==================== block 1
==> config.mk <==
export PLATFORM = sky130hd
export DESIGN_NAME = board_move_engine_flat
export DESIGN_NICKNAME = d
export VERILOG_FILES = /design/src/rtl/board_move_engine_if.sv /design/src/rtl/board_move_engine.sv /design/src/flat_wrapper.sv
export SDC_FILE = /design/constraint.sdc
export NUM_CORES = 1
export LEC_CHECK = 0
export CAP_MARGIN = 25
export CORE_ASPECT_RATIO = 1.1
export CORE_UTILIZATION = 30
export DETAILED_ROUTE_END_ITERATION = 10
export SLEW_MARGIN = 20
export SYNTH_ARGS = -nofsm -noshare
export SYNTH_HDL_FRONTEND = slang
export SYNTH_SLANG_ARGS = --single-unit
==> constraint.sdc <==
create_clock -name clk -period 3.5 [get_ports clk]
set_input_delay 1.05 -clock clk [delete_from_list [all_inputs] [get_ports clk]]
set_output_delay 1.05 -clock clk [all_outputs]
set_load 0.05 [all_outputs]
==> src/rtl/board_move_engine_if.sv <==
// Move/draw handshake and board bus between the move decoder, the engine
// and the number drawer.
interface board_move_engine_if #(
  parameter int CNT_W = 10
);
  logic             load;
  logic [63:0]      board_in;
  logic             move_valid;
  logic [1:0]       move_dir;
  logic             move_ready;
  logic             draw_done;
  logic             draw_req;
  logic [63:0]      numbers;
  logic [3:0]       blank_pos;
  logic [CNT_W-1:0] move_count;
  logic             move_illegal;
  logic             solved;
  logic             board_err;

  modport master (
    output load, board_in, move_valid, move_dir, draw_done,
    input  move_ready, draw_req, numbers, blank_pos, move_count,
           move_illegal, solved, board_err
  );

  modport slave (
    input  load, board_in, move_valid, move_dir, draw_done,
    output move_ready, draw_req, numbers, blank_pos, move_count,
           move_illegal, solved, board_err
  );
endinterface

==> src/rtl/board_move_engine.sv <==
// 4x4 sliding-puzzle game state: validates a loaded board, applies one
// blank move at a time, counts moves and requests a redraw after each change.
module board_move_engine #(
  parameter int MAX_MOVES = 999,
  parameter int CNT_W     = 10
) (
  input  logic              clk,
  input  logic              resetn,
  board_move_engine_if.slave bus
);
  localparam logic [63:0] GOAL = 64'h0FEDCBA987654321;

  typedef enum logic [2:0] {IDLE, SCAN, READY, SWAP, DRAW, ERR} state_t;

  state_t           state, state_nx;
  logic [63:0]      numbers_q;
  logic [3:0]       blank_q;
  logic [CNT_W-1:0] count_q;
  logic             draw_req_q, illegal_q, solved_q, err_q;
  logic [3:0]       scan_k;
  logic [1:0]       zero_cnt;     // saturates at 2: "more than one"
  logic [3:0]       zero_idx;
  logic [3:0]       tgt_q;

  logic [3:0]       scan_nib;
  logic [1:0]       zero_cnt_nx;
  logic [3:0]       zero_idx_nx;
  logic             scan_ok;
  logic             legal;
  logic [3:0]       tgt_nx;
  logic [63:0]      swap_numbers;
  logic [1:0]       row, col;

  assign row = blank_q[3:2];
  assign col = blank_q[1:0];

  assign bus.move_ready   = (state == READY);
  assign bus.draw_req     = draw_req_q;
  assign bus.numbers      = numbers_q;
  assign bus.blank_pos    = blank_q;
  assign bus.move_count   = count_q;
  assign bus.move_illegal = illegal_q;
  assign bus.solved       = solved_q;
  assign bus.board_err    = err_q;

  // Per-cycle scan step: fold cell scan_k into the zero count and index.
  always_comb begin
    scan_nib    = numbers_q[{scan_k, 2'b00} +: 4];
    zero_cnt_nx = zero_cnt;
    zero_idx_nx = zero_idx;
    if (scan_nib == 4'h0) begin
      zero_idx_nx = scan_k;
      if (zero_cnt != 2'd2) zero_cnt_nx = zero_cnt + 2'd1;
    end
    scan_ok = (zero_cnt_nx == 2'd1);
  end

  // Move legality and target cell from the blank's row/column.
  always_comb begin
    legal  = 1'b0;
    tgt_nx = blank_q;
    case (bus.move_dir)
      2'd0: begin legal = (row != 2'd0); tgt_nx = blank_q - 4'd4; end
      2'd1: begin legal = (row != 2'd3); tgt_nx = blank_q + 4'd4; end
      2'd2: begin legal = (col != 2'd0); tgt_nx = blank_q - 4'd1; end
      default: begin legal = (col != 2'd3); tgt_nx = blank_q + 4'd1; end
    endcase
  end

  // Board after sliding the target tile into the blank.
  always_comb begin
    swap_numbers = numbers_q;
    swap_numbers[{blank_q, 2'b00} +: 4] = numbers_q[{tgt_q, 2'b00} +: 4];
    swap_numbers[{tgt_q, 2'b00} +: 4]   = 4'h0;
  end

  // State register.
  always_ff @(posedge clk) begin
    if (!resetn) state <= IDLE;
    else         state <= state_nx;
  end

  // Next-state logic; load restarts the game from any state.
  always_comb begin
    state_nx = state;
    if (bus.load) state_nx = SCAN;
    else begin
      case (state)
        IDLE:  state_nx = IDLE;
        SCAN:  if (scan_k == 4'd15) state_nx = scan_ok ? DRAW : ERR;
        READY: if (bus.move_valid && legal) state_nx = SWAP;
        SWAP:  state_nx = DRAW;
        DRAW:  if (bus.draw_done) state_nx = READY;
        ERR:   state_nx = ERR;
        default: state_nx = IDLE;
      endcase
    end
  end

  // Board, blank, count and flag registers.
  always_ff @(posedge clk) begin
    if (!resetn) begin
      numbers_q  <= GOAL;
      blank_q    <= 4'd15;
      count_q    <= '0;
      draw_req_q <= 1'b0;
      illegal_q  <= 1'b0;
      solved_q   <= 1'b1;
      err_q      <= 1'b0;
      scan_k     <= 4'd0;
      zero_cnt   <= 2'd0;
      zero_idx   <= 4'd0;
      tgt_q      <= 4'd0;
    end else begin
      illegal_q <= 1'b0;
      if (bus.load) begin
        numbers_q  <= bus.board_in;
        solved_q   <= (bus.board_in == GOAL);
        count_q    <= '0;
        err_q      <= 1'b0;
        draw_req_q <= 1'b0;
        scan_k     <= 4'd0;
        zero_cnt   <= 2'd0;
        zero_idx   <= 4'd0;
      end else begin
        case (state)
          SCAN: begin
            scan_k   <= scan_k + 4'd1;
            zero_cnt <= zero_cnt_nx;
            zero_idx <= zero_idx_nx;
            if (scan_k == 4'd15) begin
              if (scan_ok) begin
                blank_q    <= zero_idx_nx;
                draw_req_q <= 1'b1;
              end else begin
                err_q <= 1'b1;
              end
            end
          end
          READY: begin
            if (bus.move_valid) begin
              if (legal) tgt_q     <= tgt_nx;
              else       illegal_q <= 1'b1;
            end
          end
          SWAP: begin
            numbers_q  <= swap_numbers;
            solved_q   <= (swap_numbers == GOAL);
            blank_q    <= tgt_q;
            draw_req_q <= 1'b1;
            if (count_q != CNT_W'(MAX_MOVES)) count_q <= count_q + CNT_W'(1);
          end
          DRAW: if (bus.draw_done) draw_req_q <= 1'b0;
          default: ;
        endcase
      end
    end
  end
endmodule

==> src/flat_wrapper.sv <==
// flat-port wrapper written by rule: the top's interface ports become plain ports
module board_move_engine_flat 
#(
  parameter int MAX_MOVES = 999,
  parameter int CNT_W     = 10
)
  (clk, resetn, bus_load, bus_board_in, bus_move_valid, bus_move_dir, bus_draw_done, bus_move_ready, bus_draw_req, bus_numbers, bus_blank_pos, bus_move_count, bus_move_illegal, bus_solved, bus_board_err);
  board_move_engine_if #(.CNT_W(CNT_W)) bus_i ();
  input  logic clk;
  input  logic resetn;
  input wire logic [$bits(bus_i.load)-1:0] bus_load;
  input wire logic [$bits(bus_i.board_in)-1:0] bus_board_in;
  input wire logic [$bits(bus_i.move_valid)-1:0] bus_move_valid;
  input wire logic [$bits(bus_i.move_dir)-1:0] bus_move_dir;
  input wire logic [$bits(bus_i.draw_done)-1:0] bus_draw_done;
  output wire logic [$bits(bus_i.move_ready)-1:0] bus_move_ready;
  output wire logic [$bits(bus_i.draw_req)-1:0] bus_draw_req;
  output wire logic [$bits(bus_i.numbers)-1:0] bus_numbers;
  output wire logic [$bits(bus_i.blank_pos)-1:0] bus_blank_pos;
  output wire logic [$bits(bus_i.move_count)-1:0] bus_move_count;
  output wire logic [$bits(bus_i.move_illegal)-1:0] bus_move_illegal;
  output wire logic [$bits(bus_i.solved)-1:0] bus_solved;
  output wire logic [$bits(bus_i.board_err)-1:0] bus_board_err;
  assign bus_i.load = bus_load;
  assign bus_i.board_in = bus_board_in;
  assign bus_i.move_valid = bus_move_valid;
  assign bus_i.move_dir = bus_move_dir;
  assign bus_i.draw_done = bus_draw_done;
  assign bus_move_ready = bus_i.move_ready;
  assign bus_draw_req = bus_i.draw_req;
  assign bus_numbers = bus_i.numbers;
  assign bus_blank_pos = bus_i.blank_pos;
  assign bus_move_count = bus_i.move_count;
  assign bus_move_illegal = bus_i.move_illegal;
  assign bus_solved = bus_i.solved;
  assign bus_board_err = bus_i.board_err;
  board_move_engine #(.MAX_MOVES(MAX_MOVES), .CNT_W(CNT_W)) u_core (.clk(clk), .resetn(resetn), .bus(bus_i));
endmodule
==================== block 2
**src/rtl/sync_ram_ctrl.sv**
```systemverilog
// -----------------------------------------------------------------------------
// sync_ram_ctrl
//
// Single-port synchronous RAM with a request/response front end and a
// self-clearing initialisation sequencer. After reset, or on clr_start, every
// word is written to zero, one address per cycle. Requests are accepted only
// once the clear has finished.
//
// Build option:
//   SYNC_RAM_CTRL_OUTREG_EN  defined   -> extra output register, read latency 2
//                            undefined -> read latency 1 (default)
//
// Parameters:
//   DATA_WIDTH  word width in bits
//   ADDR_WIDTH  address width in bits
//   MEM_DEPTH   number of words, 1..2**ADDR_WIDTH
//
// Ports:
//   clk        single clock, rising edge
//   rst        asynchronous, active-high reset
//   req_valid  request present
//   req_ready  request accepted this cycle if req_valid (high only in READY)
//   req_we     1 = write, 0 = read
//   req_addr   word address
//   req_wdata  write data
//   clr_start  start a full-memory clear (ignored while already clearing)
//   rsp_valid  one-cycle pulse per accepted read
//   rsp_rdata  read data, holds its value between responses
//   rsp_err    qualifies rsp_valid: read address was out of range
//   oor_err    sticky flag: an out-of-range access was accepted
//   init_done  high while in READY
//
// FSM states:
//   state    | meaning
//   ---------+------------------------------------------------------------
//   ST_CLEAR | zeroing memory, one word per cycle; requests not accepted
//   ST_READY | normal operation; requests accepted
// -----------------------------------------------------------------------------
module sync_ram_ctrl #(
   parameter int DATA_WIDTH = 8,
   parameter int ADDR_WIDTH = 8,
   parameter int MEM_DEPTH  = 256
) (
   input  logic                  clk,
   input  logic                  rst,
   input  logic                  req_valid,
   output logic                  req_ready,
   input  logic                  req_we,
   input  logic [ADDR_WIDTH-1:0] req_addr,
   input  logic [DATA_WIDTH-1:0] req_wdata,
   input  logic                  clr_start,
   output logic                  rsp_valid,
   output logic [DATA_WIDTH-1:0] rsp_rdata,
   output logic                  rsp_err,
   output logic                  oor_err,
   output logic                  init_done
);

   localparam logic [0:0] ST_CLEAR = 1'b0;
   localparam logic [0:0] ST_READY = 1'b1;

   localparam logic [ADDR_WIDTH-1:0] LAST_ADDR = ADDR_WIDTH'(MEM_DEPTH - 1);
   // One extra bit so MEM_DEPTH == 2**ADDR_WIDTH is representable.
   localparam logic [ADDR_WIDTH:0]   DEPTH_EXT = (ADDR_WIDTH + 1)'(MEM_DEPTH);

   logic [0:0]            state_q,     state_d;
   logic [ADDR_WIDTH-1:0] clr_cnt_q,   clr_cnt_d;
   logic                  oor_q,       oor_d;
   logic                  rd_valid_q,  rd_valid_d;
   logic                  rd_err_q,    rd_err_d;
   logic [DATA_WIDTH-1:0] rd_rdata_q,  rd_rdata_d;

   logic [DATA_WIDTH-1:0] mem [MEM_DEPTH];

   logic                  is_ready;
   logic                  req_fire;
   logic                  rd_fire;
   logic                  wr_fire;
   logic                  addr_in_range;
   logic                  mem_we;
   logic [ADDR_WIDTH-1:0] mem_waddr;
   logic [DATA_WIDTH-1:0] mem_wdata;

   assign is_ready      = (state_q == ST_READY);
   assign req_fire      = req_valid & is_ready;
   assign rd_fire       = req_fire & ~req_we;
   assign wr_fire       = req_fire &  req_we;
   assign addr_in_range = ({1'b0, req_addr} < DEPTH_EXT);

   // -------------------------------------------------------------------------
   // Sequencer: CLEAR walks the address counter 0..MEM_DEPTH-1, then READY.
   // -------------------------------------------------------------------------
   always_comb begin
      state_d   = state_q;
      clr_cnt_d = clr_cnt_q;
      case (state_q)
         ST_CLEAR: begin
            clr_cnt_d = clr_cnt_q + ADDR_WIDTH'(1);
            if (clr_cnt_q == LAST_ADDR) begin
               state_d   = ST_READY;
               clr_cnt_d = '0;
            end
         end
         ST_READY: begin
            if (clr_start) begin
               state_d   = ST_CLEAR;
               clr_cnt_d = '0;
            end
         end
         default: begin
            state_d   = ST_CLEAR;
            clr_cnt_d = '0;
         end
      endcase
   end

   // -------------------------------------------------------------------------
   // Memory write port: the clear sequencer owns it while clearing, otherwise
   // in-range accepted writes use it. The two never coincide because no
   // request is accepted during CLEAR.
   // -------------------------------------------------------------------------
   always_comb begin
      mem_we    = 1'b0;
      mem_waddr = req_addr;
      mem_wdata = req_wdata;
      if (state_q == ST_CLEAR) begin
         mem_we    = 1'b1;
         mem_waddr = clr_cnt_q;
         mem_wdata = '0;
      end else if (wr_fire && addr_in_range) begin
         mem_we = 1'b1;
      end
   end

   always_ff @(posedge clk) begin
      if (mem_we) begin
         mem[mem_waddr] <= mem_wdata;
      end
   end

   // -------------------------------------------------------------------------
   // Sticky out-of-range flag. A clear started in the same cycle as an
   // out-of-range access wins, so the flag always reads 0 after a clear.
   // -------------------------------------------------------------------------
   always_comb begin
      oor_d = oor_q;
      if (req_fire && !addr_in_range) begin
         oor_d = 1'b1;
      end
      if (is_ready && clr_start) begin
         oor_d = 1'b0;
      end
   end

   // -------------------------------------------------------------------------
   // Read stage. The read uses the memory contents before this edge; a write
   // in the previous cycle has already landed, so read-after-write returns the
   // new data. Read data only updates on an accepted read so it holds between
   // responses.
   // -------------------------------------------------------------------------
   always_comb begin
      rd_valid_d = rd_fire;
      rd_err_d   = rd_fire & ~addr_in_range;
      rd_rdata_d = rd_rdata_q;
      if (rd_fire) begin
         rd_rdata_d = addr_in_range ? mem[req_addr] : '0;
      end
   end

   always_ff @(posedge clk or posedge rst) begin
      if (rst) begin
         state_q    <= ST_CLEAR;
         clr_cnt_q  <= '0;
         oor_q      <= 1'b0;
         rd_valid_q <= 1'b0;
         rd_err_q   <= 1'b0;
         rd_rdata_q <= '0;
      end else begin
         state_q    <= state_d;
         clr_cnt_q  <= clr_cnt_d;
         oor_q      <= oor_d;
         rd_valid_q <= rd_valid_d;
         rd_err_q   <= rd_err_d;
         rd_rdata_q <= rd_rdata_d;
      end
   end

`ifdef SYNC_RAM_CTRL_OUTREG_EN
   // -------------------------------------------------------------------------
   // Output register stage: one extra cycle of latency, still one read per
   // cycle. Data holds between responses like the read stage.
   // -------------------------------------------------------------------------
   logic                  out_valid_q, out_valid_d;
   logic                  out_err_q,   out_err_d;
   logic [DATA_WIDTH-1:0] out_rdata_q, out_rdata_d;

   always_comb begin
      out_valid_d = rd_valid_q;
      out_err_d   = rd_err_q;
      out_rdata_d = rd_valid_q ? rd_rdata_q : out_rdata_q;
   end

   always_ff @(posedge clk or posedge rst) begin
      if (rst) begin
         out_valid_q <= 1'b0;
         out_err_q   <= 1'b0;
         out_rdata_q <= '0;
      end else begin
         out_valid_q <= out_valid_d;
         out_err_q   <= out_err_d;
         out_rdata_q <= out_rdata_d;
      end
   end

   assign rsp_valid = out_valid_q;
   assign rsp_err   = out_err_q;
   assign rsp_rdata = out_rdata_q;
`else
   assign rsp_valid = rd_valid_q;
   assign rsp_err   = rd_err_q;
   assign rsp_rdata = rd_rdata_q;
`endif

   assign req_ready = is_ready;
   assign init_done = is_ready;
   assign oor_err   = oor_q;

endmodule

```
**config.mk**
```make
export PLATFORM = sky130hd
export DESIGN_NAME = sync_ram_ctrl
export DESIGN_NICKNAME = d
export VERILOG_FILES = /design/src/rtl/sync_ram_ctrl.sv
export SDC_FILE = /design/constraint.sdc
export NUM_CORES = 2
export LEC_CHECK = 0
export CAP_MARGIN = 40
export CORE_MARGIN = 2
export CORE_UTILIZATION = 25
export CTS_BUF_LIST = sky130_fd_sc_hd__clkbuf_4
export DETAILED_ROUTE_END_ITERATION = 12
export GPL_ROUTABILITY_DRIVEN = 0
export RECOVER_POWER = 25
export SLEW_MARGIN = 5
export SYNTH_ARGS = -nofsm -noshare
export SYNTH_HDL_FRONTEND = slang
export SYNTH_SLANG_ARGS = --single-unit
```
**constraint.sdc**
```tcl
create_clock -name clk -period 11.75 [get_ports clk]
set_clock_uncertainty 0.05 [all_clocks]
set_input_delay 2.9375 -clock clk [delete_from_list [all_inputs] [get_ports clk]]
set_output_delay 2.9375 -clock clk [all_outputs]
set_load 0.1 [all_outputs]
```
==================== block 3
==> src/rtl/bram_ctrl_pkg.sv <==
// Shared types and line-wrap helper for the bus-to-block-RAM responder.
package bram_ctrl_pkg;

  typedef enum logic [2:0] {
    IDLE,
    RD_ISSUE,
    RD_DATA,
    WR_BEAT,
    WR_WAIT
  } state_t;

  localparam int BURST_LEN = 4;
  localparam int BEAT_W    = 2;

  // Only the word-in-line bits advance; the line address never changes.
  function automatic logic [BEAT_W-1:0] next_beat_addr(input logic [BEAT_W-1:0] i_lo);
    return i_lo + 2'd1;
  endfunction

endpackage

==> src/rtl/bram_ctrl.sv <==
// Bus responder for a simple dual-port BRAM: single or 4-beat wrapping bursts, reads ack from T+2 back-to-back, writes one beat per 2 cycles.
// Define BRAM_CTRL_ERR_EN to flag out-of-range beats on bus_err instead of aliasing modulo 2^AW.
module bram_ctrl
  import bram_ctrl_pkg::*;
#(
  parameter int SIZE = 1024,
  parameter int COLS = 4,
  parameter int AW   = $clog2(SIZE),
  parameter int DW   = COLS * 8,
  parameter int BAW  = 30
) (
  input  logic            clk,
  input  logic            rst,
  input  logic            bus_req,
  input  logic            bus_we,
  input  logic            bus_burst,
  input  logic [BAW-1:0]  bus_addr,
  input  logic [COLS-1:0] bus_sel,
  input  logic [DW-1:0]   bus_wdata,
  output logic            bus_ack,
  output logic            bus_err,
  output logic [DW-1:0]   bus_rdata,
  output logic [COLS-1:0] mem_wstrb,
  output logic [AW-1:0]   mem_waddr,
  output logic [DW-1:0]   mem_wdata,
  output logic [AW-1:0]   mem_raddr,
  input  logic [DW-1:0]   mem_rdata
);

  state_t            r_state;
  logic [BAW-1:0]    r_addr;   // next beat address still to be issued
  logic              r_burst;
  logic              r_oor;
  logic [BEAT_W-1:0] r_beat;   // beats completed on the bus side
  logic [BEAT_W:0]   r_iss;    // read addresses already sent to the RAM
  logic              r_ack;
  logic              r_err;
  logic [DW-1:0]     r_rdata;
  logic [COLS-1:0]   r_wstrb;
  logic [AW-1:0]     r_waddr;
  logic [DW-1:0]     r_wdata;
  logic [AW-1:0]     r_raddr;

  logic [BAW-1:0]    w_start_next;
  logic [BAW-1:0]    w_next;
  logic [BEAT_W-1:0] w_last;
  logic              w_req_oor;

  assign w_start_next = {bus_addr[BAW-1:BEAT_W], next_beat_addr(bus_addr[BEAT_W-1:0])};
  assign w_next       = {r_addr[BAW-1:BEAT_W], next_beat_addr(r_addr[BEAT_W-1:0])};
  assign w_last       = r_burst ? BEAT_W'(BURST_LEN - 1) : '0;

  // SIZE is a whole number of lines, so one range check covers every beat.
`ifdef BRAM_CTRL_ERR_EN
  assign w_req_oor = (bus_addr >= BAW'(SIZE));
`else
  assign w_req_oor = 1'b0;
`endif

  always_ff @(posedge clk) begin
    if (rst) begin
      r_state <= IDLE;
      r_addr  <= '0;
      r_burst <= 1'b0;
      r_oor   <= 1'b0;
      r_beat  <= '0;
      r_iss   <= '0;
      r_ack   <= 1'b0;
      r_err   <= 1'b0;
      r_rdata <= '0;
      r_wstrb <= '0;
      r_waddr <= '0;
      r_wdata <= '0;
      r_raddr <= '0;
    end else begin
      r_ack   <= 1'b0;
      r_err   <= 1'b0;
      r_wstrb <= '0;
      case (r_state)
        IDLE: begin
          if (bus_req) begin
            r_burst <= bus_burst;
            r_oor   <= w_req_oor;
            r_beat  <= '0;
            r_addr  <= w_start_next;
            if (bus_we) begin
              r_wstrb <= w_req_oor ? '0 : bus_sel;
              r_wdata <= bus_wdata;
              r_waddr <= bus_addr[AW-1:0];
              r_ack   <= ~w_req_oor;
              r_err   <= w_req_oor;
              r_state <= WR_BEAT;
            end else begin
              r_raddr <= bus_addr[AW-1:0];
              r_iss   <= (BEAT_W+1)'(1);
              r_state <= RD_ISSUE;
            end
          end
        end
        RD_ISSUE, RD_DATA: begin
          if (r_iss <= {1'b0, w_last}) begin
            r_raddr <= r_addr[AW-1:0];
            r_addr  <= w_next;
            r_iss   <= r_iss + 1'b1;
          end
          if (r_state == RD_ISSUE) begin
            r_state <= RD_DATA;
          end else begin
            r_ack   <= ~r_oor;
            r_err   <= r_oor;
            r_rdata <= r_oor ? '0 : mem_rdata;
            r_beat  <= r_beat + 1'b1;
            if (r_beat == w_last) r_state <= IDLE;
          end
        end
        WR_BEAT: begin
          r_beat  <= r_beat + 1'b1;
          r_state <= (r_beat == w_last) ? IDLE : WR_WAIT;
        end
        WR_WAIT: begin
          r_wstrb <= r_oor ? '0 : bus_sel;
          r_wdata <= bus_wdata;
          r_waddr <= r_addr[AW-1:0];
          r_addr  <= w_next;
          r_ack   <= ~r_oor;
          r_err   <= r_oor;
          r_state <= WR_BEAT;
        end
        default: r_state <= IDLE;
      endcase
    end
  end

  assign bus_ack   = r_ack;
  assign bus_err   = r_err;
  assign bus_rdata = r_rdata;
  assign mem_wstrb = r_wstrb;
  assign mem_waddr = r_waddr;
  assign mem_wdata = r_wdata;
  assign mem_raddr = r_raddr;

endmodule

==> config.mk <==
export PLATFORM = sky130hd
export DESIGN_NAME = bram_ctrl
export DESIGN_NICKNAME = d
export VERILOG_FILES = /design/src/rtl/bram_ctrl_pkg.sv /design/src/rtl/bram_ctrl.sv
export SDC_FILE = /design/constraint.sdc
export NUM_CORES = 1
export LEC_CHECK = 0
export ABC_CLOCK_PERIOD_IN_PS = 3400
export CORE_ASPECT_RATIO = 1.25
export CORE_MARGIN = 2
export CORE_UTILIZATION = 45
export DETAILED_ROUTE_END_ITERATION = 7
export PLACE_DENSITY = 0.86
export SYNTH_ARGS = -nofsm -noshare
export SYNTH_HDL_FRONTEND = slang
export SYNTH_SLANG_ARGS = --single-unit
==> constraint.sdc <==
create_clock -name clk -period 3.4 [get_ports clk]
set_input_delay 0.51 -clock clk [delete_from_list [all_inputs] [get_ports clk]]
set_output_delay 0.51 -clock clk [all_outputs]
set_load 0.005 [all_outputs]
==================== block 4
## src/rtl/render_sched_pkg.sv

```systemverilog
// Shared constants and types for the render update scheduler.
package render_sched_pkg;

  localparam logic [7:0]  SYNC_BYTE     = 8'hA5;
  localparam int unsigned PAYLOAD_BYTES = 4;
  localparam int unsigned BYTE_W        = 8;
  localparam int unsigned POS_W         = 32;
  localparam int unsigned IDX_W         = $clog2(PAYLOAD_BYTES);

  typedef enum logic [1:0] {
    IDLE,
    PAY,
    CHK
  } rx_state_t;

endpackage

```

## src/rtl/render_pos_fifo.sv

```systemverilog
// Synchronous position FIFO; a pop in the same cycle frees a slot for a push when full.
module render_pos_fifo
  import render_sched_pkg::*;
#(
  parameter int unsigned DEPTH = 4
) (
  input  logic                         i_clk,
  input  logic                         i_rst,
  input  logic                         push,
  input  logic [POS_W-1:0]             push_data,
  input  logic                         pop,
  output logic [POS_W-1:0]             pop_data,
  output logic                         full,
  output logic                         empty,
  output logic [$clog2(DEPTH):0]       count
);

  localparam int unsigned PTR_W = $clog2(DEPTH);
  localparam int unsigned CNT_W = $clog2(DEPTH) + 1;

  logic [POS_W-1:0] mem [DEPTH];
  logic [PTR_W-1:0] wr_ptr;
  logic [PTR_W-1:0] rd_ptr;
  logic             push_ok_c;
  logic             pop_ok_c;

  assign full      = (count == CNT_W'(DEPTH));
  assign empty     = (count == '0);
  assign pop_ok_c  = pop && !empty;
  assign push_ok_c = push && (!full || pop_ok_c);
  assign pop_data  = mem[rd_ptr];

  always_ff @(posedge i_clk) begin
    if (push_ok_c) mem[wr_ptr] <= push_data;
  end

  always_ff @(posedge i_clk) begin
    if (i_rst) begin
      wr_ptr <= '0;
      rd_ptr <= '0;
      count  <= '0;
    end else begin
      if (push_ok_c) wr_ptr <= PTR_W'(wr_ptr + 1'b1);
      if (pop_ok_c)  rd_ptr <= PTR_W'(rd_ptr + 1'b1);
      if (push_ok_c && !pop_ok_c)      count <= CNT_W'(count + 1'b1);
      else if (!push_ok_c && pop_ok_c) count <= CNT_W'(count - 1'b1);
    end
  end

endmodule

```

## src/rtl/render_update_scheduler.sv

```systemverilog
// Frames UART bytes into checked 32-bit positions and releases one per vertical blank.
// Optional inter-byte timeout enabled by defining RENDER_SCHED_TIMEOUT_EN.
module render_update_scheduler
  import render_sched_pkg::*;
#(
  parameter int unsigned QUEUE_DEPTH    = 4,
  parameter int unsigned TIMEOUT_CYCLES = 1_000_000
) (
  input  logic              i_clk,
  input  logic              i_rst,
  input  logic [BYTE_W-1:0] i_rx_byte,
  input  logic              i_rx_valid,
  input  logic              n_vsync,
  output logic [POS_W-1:0]  o_render_pos,
  output logic              o_update,
  output logic              o_queue_full,
  output logic              o_drop,
  output logic              o_frame_err
);

  rx_state_t          state_q, state_d;
  logic [IDX_W-1:0]   idx_q, idx_d;
  logic [POS_W-1:0]   asm_q, asm_d;
  logic [BYTE_W-1:0]  chk_q, chk_d;
  logic               push_c;
  logic               err_c;
  logic               timeout_c;
  logic               vs_q;
  logic               pop_c;
  logic               fifo_full;
  logic               fifo_empty;
  logic [POS_W-1:0]   fifo_data;
  logic [$clog2(QUEUE_DEPTH):0] unused_count;

`ifdef RENDER_SCHED_TIMEOUT_EN
  localparam int unsigned TMO_W = $clog2(TIMEOUT_CYCLES + 1);
  logic [TMO_W-1:0] tmo_q;

  assign timeout_c = (state_q != IDLE) && !i_rx_valid && (tmo_q == TMO_W'(TIMEOUT_CYCLES - 1));

  // Idle-cycle counter while a packet is open; saturates at the limit
  always_ff @(posedge i_clk) begin
    if (i_rst || state_q == IDLE || i_rx_valid) tmo_q <= '0;
    else if (tmo_q != TMO_W'(TIMEOUT_CYCLES))   tmo_q <= TMO_W'(tmo_q + 1'b1);
  end
`else
  logic unused_timeout;
  assign unused_timeout = (TIMEOUT_CYCLES == 0);
  assign timeout_c      = 1'b0;
`endif

  assign pop_c = vs_q && !n_vsync && !fifo_empty;

  always_comb begin
    state_d = state_q;
    idx_d   = idx_q;
    asm_d   = asm_q;
    chk_d   = chk_q;
    push_c  = 1'b0;
    err_c   = 1'b0;
    case (state_q)
      IDLE: if (i_rx_valid && i_rx_byte == SYNC_BYTE) begin
        state_d = PAY;
        idx_d   = '0;
        chk_d   = '0;
      end
      PAY: if (i_rx_valid) begin
        asm_d = {asm_q[POS_W-BYTE_W-1:0], i_rx_byte};
        chk_d = chk_q ^ i_rx_byte;
        idx_d = IDX_W'(idx_q + 1'b1);
        if (idx_q == IDX_W'(PAYLOAD_BYTES - 1)) state_d = CHK;
      end
      CHK: if (i_rx_valid) begin
        state_d = IDLE;
        if (i_rx_byte == chk_q) push_c = 1'b1;
        else                    err_c  = 1'b1;
      end
      default: state_d = IDLE;
    endcase
    if (timeout_c) begin
      state_d = IDLE;
      err_c   = 1'b1;
    end
  end

  always_ff @(posedge i_clk) begin
    if (i_rst) begin
      state_q      <= IDLE;
      idx_q        <= '0;
      asm_q        <= '0;
      chk_q        <= '0;
      vs_q         <= 1'b1;
      o_render_pos <= '0;
      o_update     <= 1'b0;
      o_drop       <= 1'b0;
      o_frame_err  <= 1'b0;
    end else begin
      state_q      <= state_d;
      idx_q        <= idx_d;
      asm_q        <= asm_d;
      chk_q        <= chk_d;
      vs_q         <= n_vsync;
      if (pop_c) o_render_pos <= fifo_data;
      o_update     <= pop_c;
      o_drop       <= push_c && fifo_full && !pop_c;
      o_frame_err  <= err_c;
    end
  end

  assign o_queue_full = fifo_full;

  render_pos_fifo #(
    .DEPTH(QUEUE_DEPTH)
  ) u_fifo (
    .i_clk    (i_clk),
    .i_rst    (i_rst),
    .push     (push_c),
    .push_data(asm_q),
    .pop      (pop_c),
    .pop_data (fifo_data),
    .full     (fifo_full),
    .empty    (fifo_empty),
    .count    (unused_count)
  );

endmodule

```

## config.mk

```make
export PLATFORM = sky130hd
export DESIGN_NAME = render_update_scheduler
export DESIGN_NICKNAME = d
export VERILOG_FILES = /design/src/rtl/render_sched_pkg.sv /design/src/rtl/render_pos_fifo.sv /design/src/rtl/render_update_scheduler.sv
export SDC_FILE = /design/constraint.sdc
export NUM_CORES = 1
export LEC_CHECK = 0
export ABC_AREA = 1
export ABC_CLOCK_PERIOD_IN_PS = 3200
export CELL_PAD_IN_SITES_DETAIL_PLACEMENT = 0
export CELL_PAD_IN_SITES_GLOBAL_PLACEMENT = 2
export CORE_MARGIN = 2
export CORE_UTILIZATION = 35
export CTS_CLUSTER_DIAMETER = 80
export DETAILED_ROUTE_END_ITERATION = 7
export DONT_BUFFER_PORTS = 1
export HOLD_SLACK_MARGIN = 0.12
export PLACE_DENSITY = 0.68
export SLEW_MARGIN = 15
export SYNTH_ARGS = -nofsm -noshare
export SYNTH_HDL_FRONTEND = slang
export SYNTH_SLANG_ARGS = --single-unit
```

## constraint.sdc

```tcl
create_clock -name i_clk -period 3.2 [get_ports i_clk]
set_clock_uncertainty 0.15 [all_clocks]
set_input_delay 0.32 -clock i_clk [delete_from_list [all_inputs] [get_ports i_clk]]
set_output_delay 0.32 -clock i_clk [all_outputs]
set_load 0.02 [all_outputs]
```

Fig. 1: block 1, placement by cell class
Drawn at 1.5 px/um.
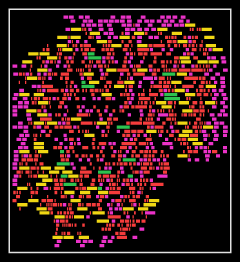
[clock drivers and dummy loads] green | cells: 16 | share of their area: 3.2%
[sequential cells] yellow | cells: 99 | share of their area: 20%
[combinational and other logic] red | cells: 698 | share of their area: 48%
[remaining buffers and delay cells] magenta | cells: 336 | share of their area: 29%
utilization after layout: 0.471
post-layout instance area: 10500 um2

Fig. 2: block 1, cell outlines without signal wires
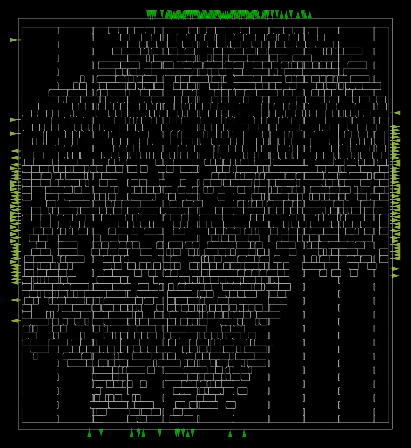
registers: 99
Tap Count: 295
Core Region: 22300 um2
register fraction of the total cell area: 0.190

==> summary.txt, block 1 <==
Status of the implementation.

- The layout overhead on the synthesized area is 52.1%, for reference.
- The startpoint of the worst hold path is u_core.tgt_q[1], for reference.
- The checks that failed: negative setup slack.
- Of the available clock period, the critical path in the final layout requires 1.01.
- Once the clock tree was built, the resizer swapped 17 gates to a different size.
- The critical path buffer and inverter count is 3, for reference.
- In this run the critical register-to-register path is launched from u_core.bus.blank_pos[1].
- Summed over all layers, the global routing overflow is 0.
- Per the detail_route report, DRC violations left total 0.
- The critical path in the final layout is reported with a setup slack of -0.0455 ns.
- The run finished, with violations left.
- The switching portion of total power comes to 0.355.
- Looking at the cell usage after synthesis, the top flip-flop cell is dfxtp_1.
- The number of vias after detailed routing is 8411, for reference.
- The setup-violating endpoint count in the final report is 1, for reference.
- The post-CTS clock slew at the launch and capture registers of the worst setup and hold paths is roughly 0.08 ns, for reference.
- The buffering overhead is 0.282, for reference.
- On the critical path, the stage with the largest delay is an instance of nor4_1.
- The number of max-slew violations in the final report is 0, for reference.
- In this run the vertical extent of the chip is between 150 and 200 um.
- The area of the synthesized netlist per yosys stat is between 6000 and 7000 um2, for reference.
- The static power due to leakage is about 0.0041 uW, for reference.
Fig. 3: block 3, cell outlines without signal wires
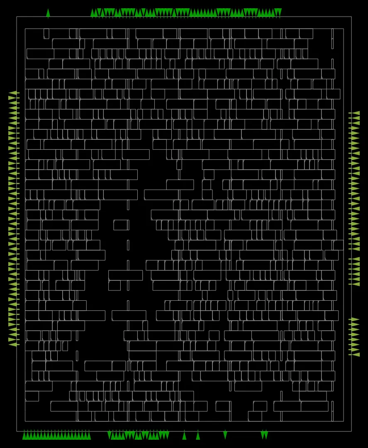
registers: 108
num rows: 39
register fraction of the total cell area: 0.349

==> summary.txt, block 3 <==
Status of the implementation.

- Among cell families on the critical path, the largest total delay comes from simple AND/OR/NAND/NOR gates.
- The register bit total from synthesis is 108, for reference.
- The clock tree root driver cell is clkbuf_16, for reference.
- The buffering overhead is 0.283, for reference.
- For this design the top-level I/O count stands at roughly 190.
- The capture point of the worst register-to-register path is recorded as mem_raddr[2].
- Wire segments on met2 add up to between 5000 and 6000 um in the final route.
- The share of synthesized registers carrying an async set or reset is 0, for reference.
- The worst setup path is captured at a flip-flop.
- The highest metal layer carrying signal wires in the routed design is met4.
- In this run, the synthesized area fraction spent on and/or/nand/nor cells is recorded as 0.229.
- STA classifies the critical path startpoint as a flip-flop.
- Of the cells placed in the final design, the portion with a size suffix greater than 1 is 0.0371.
- The end-of-flow core utilization is 0.680, for reference.
- Counting the buffers created by CTS gives 9.
- The worst-case setup margin in the final layout is between 0.9 and 1 ns, for reference.
- The die extent in y is 112 um, for reference.
- The starting density of the core is 0.461, for reference.
- In this run the tools logged warnings totalling around 48.
- The flow ran to the end, and the final reports show no timing, DRC or antenna violations.
- Setup repair after global routing left no endpoint under its margin.
- The post-layout instance area is about 6200 um2, for reference.
- The number of multi-input combinational cells in the layout is approximately 370, for reference.
- The number of enable flip-flop cells is 0, for reference.
- Post-CTS timing repair inserted 0 buffers for setup.
- In this run the most used layer during global routing was met2.
- The number of buffers between clock root and the deepest sink is 2, for reference.
- The slew at the pin closest to its max-slew limit is 1.10 ns, for reference.
- After detailed placement, the design holds a cell count of just under 800.
- The cell area that synthesis handed to floorplanning was 4200 um2.
- The cell depth of the worst hold path is 2, for reference.
- The share of total power in sequential cells is 0.482, for reference.
- The share of final layout cell area taken by clock buffers and inverters is 0.0448, for reference.
- The number of vias after detailed routing is 4159, for reference.
- In the finished design, the share of the clock period the worst path needs comes to 0.715.
- Walking the critical path from launch to capture passes 5 cell instances.
- The iteration count recorded for the first detailed-route pass is 5.
- The combinational share of power is 0.182, for reference.
Fig. 4: block 4, where the registers sit
Drawn at 4 px/um. Other sequential cells in the stronger gray, the rest of the logic in the fainter gray.
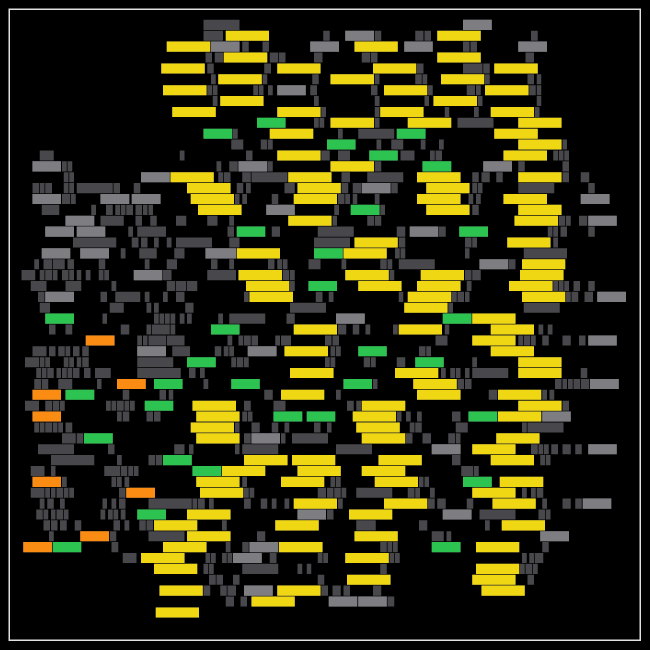
[u_fifo.mem] yellow | sequential cells: 128
[asm_q] green | sequential cells: 32
[chk_q] orange | sequential cells: 8
register fraction of the total cell area: 0.589
Reg area: 5590 um2
power of the sequential group: 3180 uW
utilization after layout: 0.407

==> summary.txt, block 4 <==
Status of the implementation.

- The flow ran to the end, and the final reports show no timing, DRC or antenna violations.
- The clock tree root driver cell is clkbuf_16, for reference.
- The routed wire length is around 19000 um, for reference.
- Across all layers, the routed design uses roughly 5300 vias.
- The critical path endpoint has a required time of around 3.4 ns.
- The power consumed by the clock network is roughly 3000 uW, for reference.
- For the worst-skew pair, the clock arrives at the later sink with an insertion delay of 0.51 ns.
- The die extent in y is about 160 um, for reference.
- The total global-route track usage is 0.157, for reference.
- The number of multi-input combinational cells in the layout is ~470, for reference.
- On the worst setup and hold paths after CTS, the clock-pin slew comes to around 0.06 ns.
- The share of synthesized registers carrying an async set or reset is 0, for reference.
- The number of tap cells added at floorplan is roughly 320, for reference.
- Per the synthesis report, the adder-cell share of the synthesized area is 0.0115.
- The top-level port count is 48, for reference.
- The type of the setup path with the least slack is in2reg, for reference.
- In this run, the synthesized area fraction spent on xor and xnor cells is recorded as 0.
- Global route summary, busiest routing layer listed as met2.
Fig. 5: block 2, where the registers sit
Drawn at 1 px/um. Other sequential cells in the stronger gray, the rest of the logic in the fainter gray.
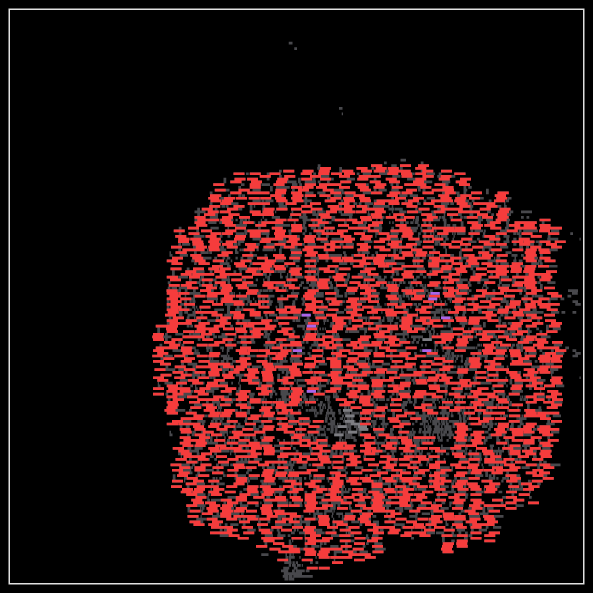
[rsp_rdata] purple | sequential cells: 8
[mem] red | sequential cells: 2048
not colored: 10
register fraction of the total cell area: 0.664
utilization after layout: 0.290

Fig. 6: block 2, cell outlines without signal wires
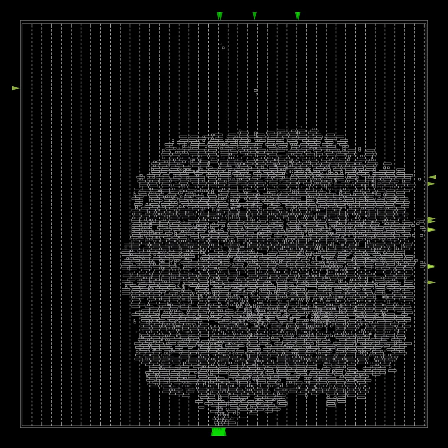
Core Region: 322000 um2
Fill cells: 31700

==> summary.txt, block 2 <==
Status of the implementation.

- The checks that failed: max-capacitance violations, max-slew violations.
- The start of the worst register-to-register path is init_done, for reference.
- In the synthesized netlist, the cells that appear most often are edfxtp_1, mux4_2, mux2i_1, nor2_1, nand2_1.
- The HPWL reported at the end of detailed placement is ~140000 um, for reference.
- Leaving out the clock tree, the finished layout contains an inverter count of 7.
- The met3 routed wirelength is just over 20000 um, for reference.
- The number of maximum-capacitance violations is 14, for reference.
- The hold-fix buffer count after cts is 0, for reference.
- The mapped netlist covers a little over 80000 um2.
- The area fraction in mux cells is 0.143, for reference.
- For this design, the sink count on the clock tree is about 2100.
- The number of global-route vias before repair was between 40000 and 50000.
- The portion of total power attributed to the clock network is 0.387, for reference.
- The number of standard cells in the final layout excluding fillers is between 9000 and 10000, for reference.
- The layout report gives the multi-input gate share of total cell area as 0.186.
- The post-layout instance area is approximately 93000 um2, for reference.
- The number of max-slew violations in the final report is 926, for reference.
- The CTS tree is yes, for reference.
- The count of input and output buffers is 31, for reference.
- The net switching fraction of the power is 0.246, for reference.
- The combinational logic power is about 1300 uW, for reference.
- The setup-violating endpoint count in the final report is 0, for reference.
- The register with the most flip-flops in the layout has 2048 of them.
- The stat command in Yosys gives a chip area of 81000 um2.
- The sequential power is ~8200 uW, for reference.
- In this run the vertical extent of the chip is approximately 570 um.
- The sequential cell area is between 60000 and 70000 um2, for reference.
- Recorded from the global router log, the overflow total was 0.
- The global-route track usage on met1 is 0.170, for reference.
- The flow ran to the end, but the final reports show violations.
- Per the synthesis report, the adder-cell share of the synthesized area is 0.000155.
- The arrival time of data at the critical path endpoint is 9.48 ns, for reference.
- Clock network power for this build is roughly 6000 uW.
- Derived from the worst setup path, the maximum achievable clock frequency is between 100 and 150 MHz.
- The routed layout has approximately 44000 vias.
- The share of the core area taken by cells at floorplan is 0.252.
- The length of the first detailed-routing pass in iterations is 5, for reference.
- In this run the power density over the cells is about 170 nW/um2.
- The layout contains a multi-input combinational cell count of approximately 1700.
- The chip occupies 328000 um2.
- The mean instance size in the synthesized netlist is between 20 and 25 um2, for reference.
- The share of synthesized area in the top cell type comes to 0.759.
- The routed design could run at a clock period as short as 8.54 ns.
- The largest net degree at the start of global routing is 183, for reference.
- The number of tap cells added at floorplan is 4305, for reference.

## Gallery

Signal wires by layer.
panel A
Drawn at 2 px/um. Only two layers are drawn.
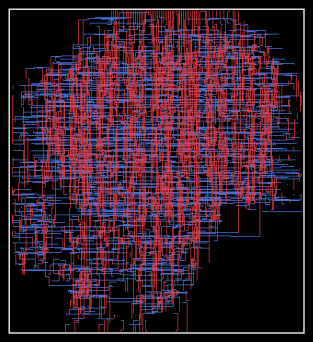
panel B
Drawn at 3 px/um. Only two layers are drawn.
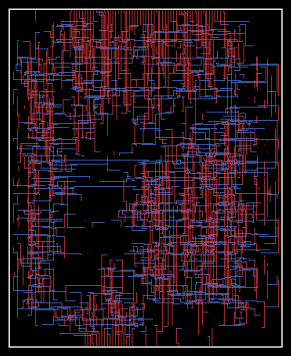
panel C
Drawn at 1 px/um. Only two layers are drawn.
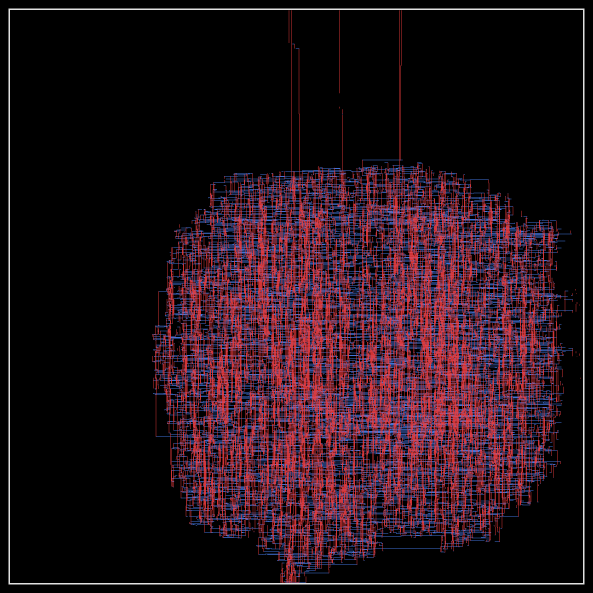
panel D
Drawn at 2 px/um. Only two layers are drawn.
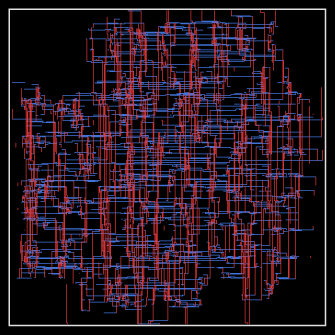
Panel A comes from block 1.
Panel D comes from block 4.
Panel C comes from block 2.
Panel B comes from block 3.



## Gallery

The metal 3 layer.
Plate I
Drawn at 3 px/um.
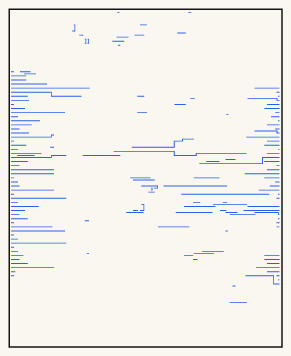
Plate II
Drawn at 1 px/um.
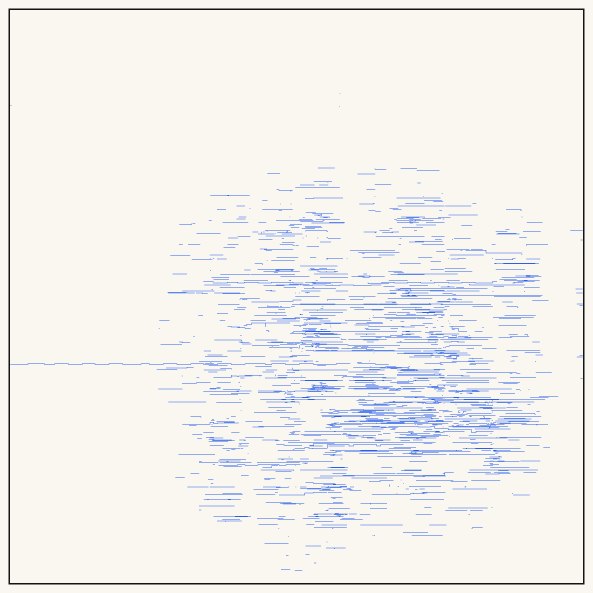
Plate III
Drawn at 2 px/um.
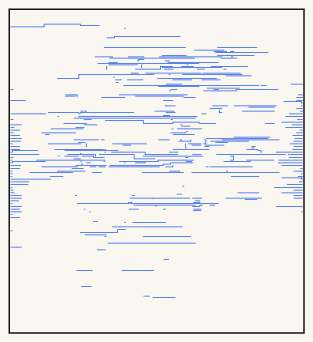
Plate IV
Drawn at 2 px/um.
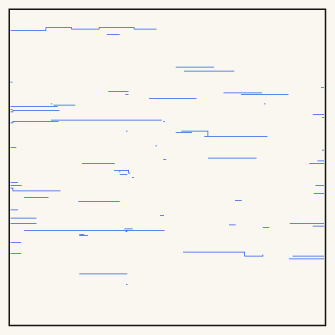
The one with the smallest die is Plate I.
Plate III -> block 1
Plate II -> block 2
Plate IV -> block 4
Plate I -> block 3


==> layout pictures side by side <==
Placement by cell class.
image #1
Drawn at 1 px/um.
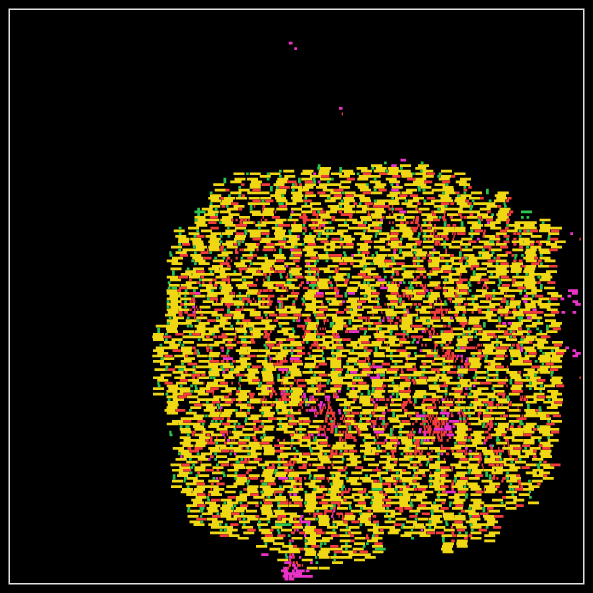
image #2
Drawn at 2 px/um.
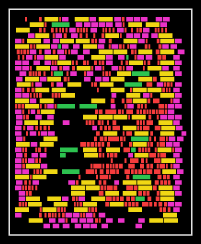
image #3
Drawn at 2 px/um.
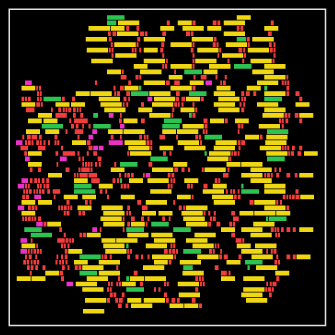
- most cells: image #1
- fewest cells: image #2
- block 2 = image #1
- block 3 = image #2
- block 4 = image #3

Key to image #1:
[clock drivers and dummy loads] green | cells: 893 | share of their area: 7.4%
[sequential cells] yellow | cells: 2066 | share of their area: 71%
[remaining buffers and delay cells] magenta | cells: 199 | share of their area: 2.3%
[combinational and other logic] red | cells: 1723 | share of their area: 20%

Power figures rest on the tool's default switching activity, not on a simulated workload.
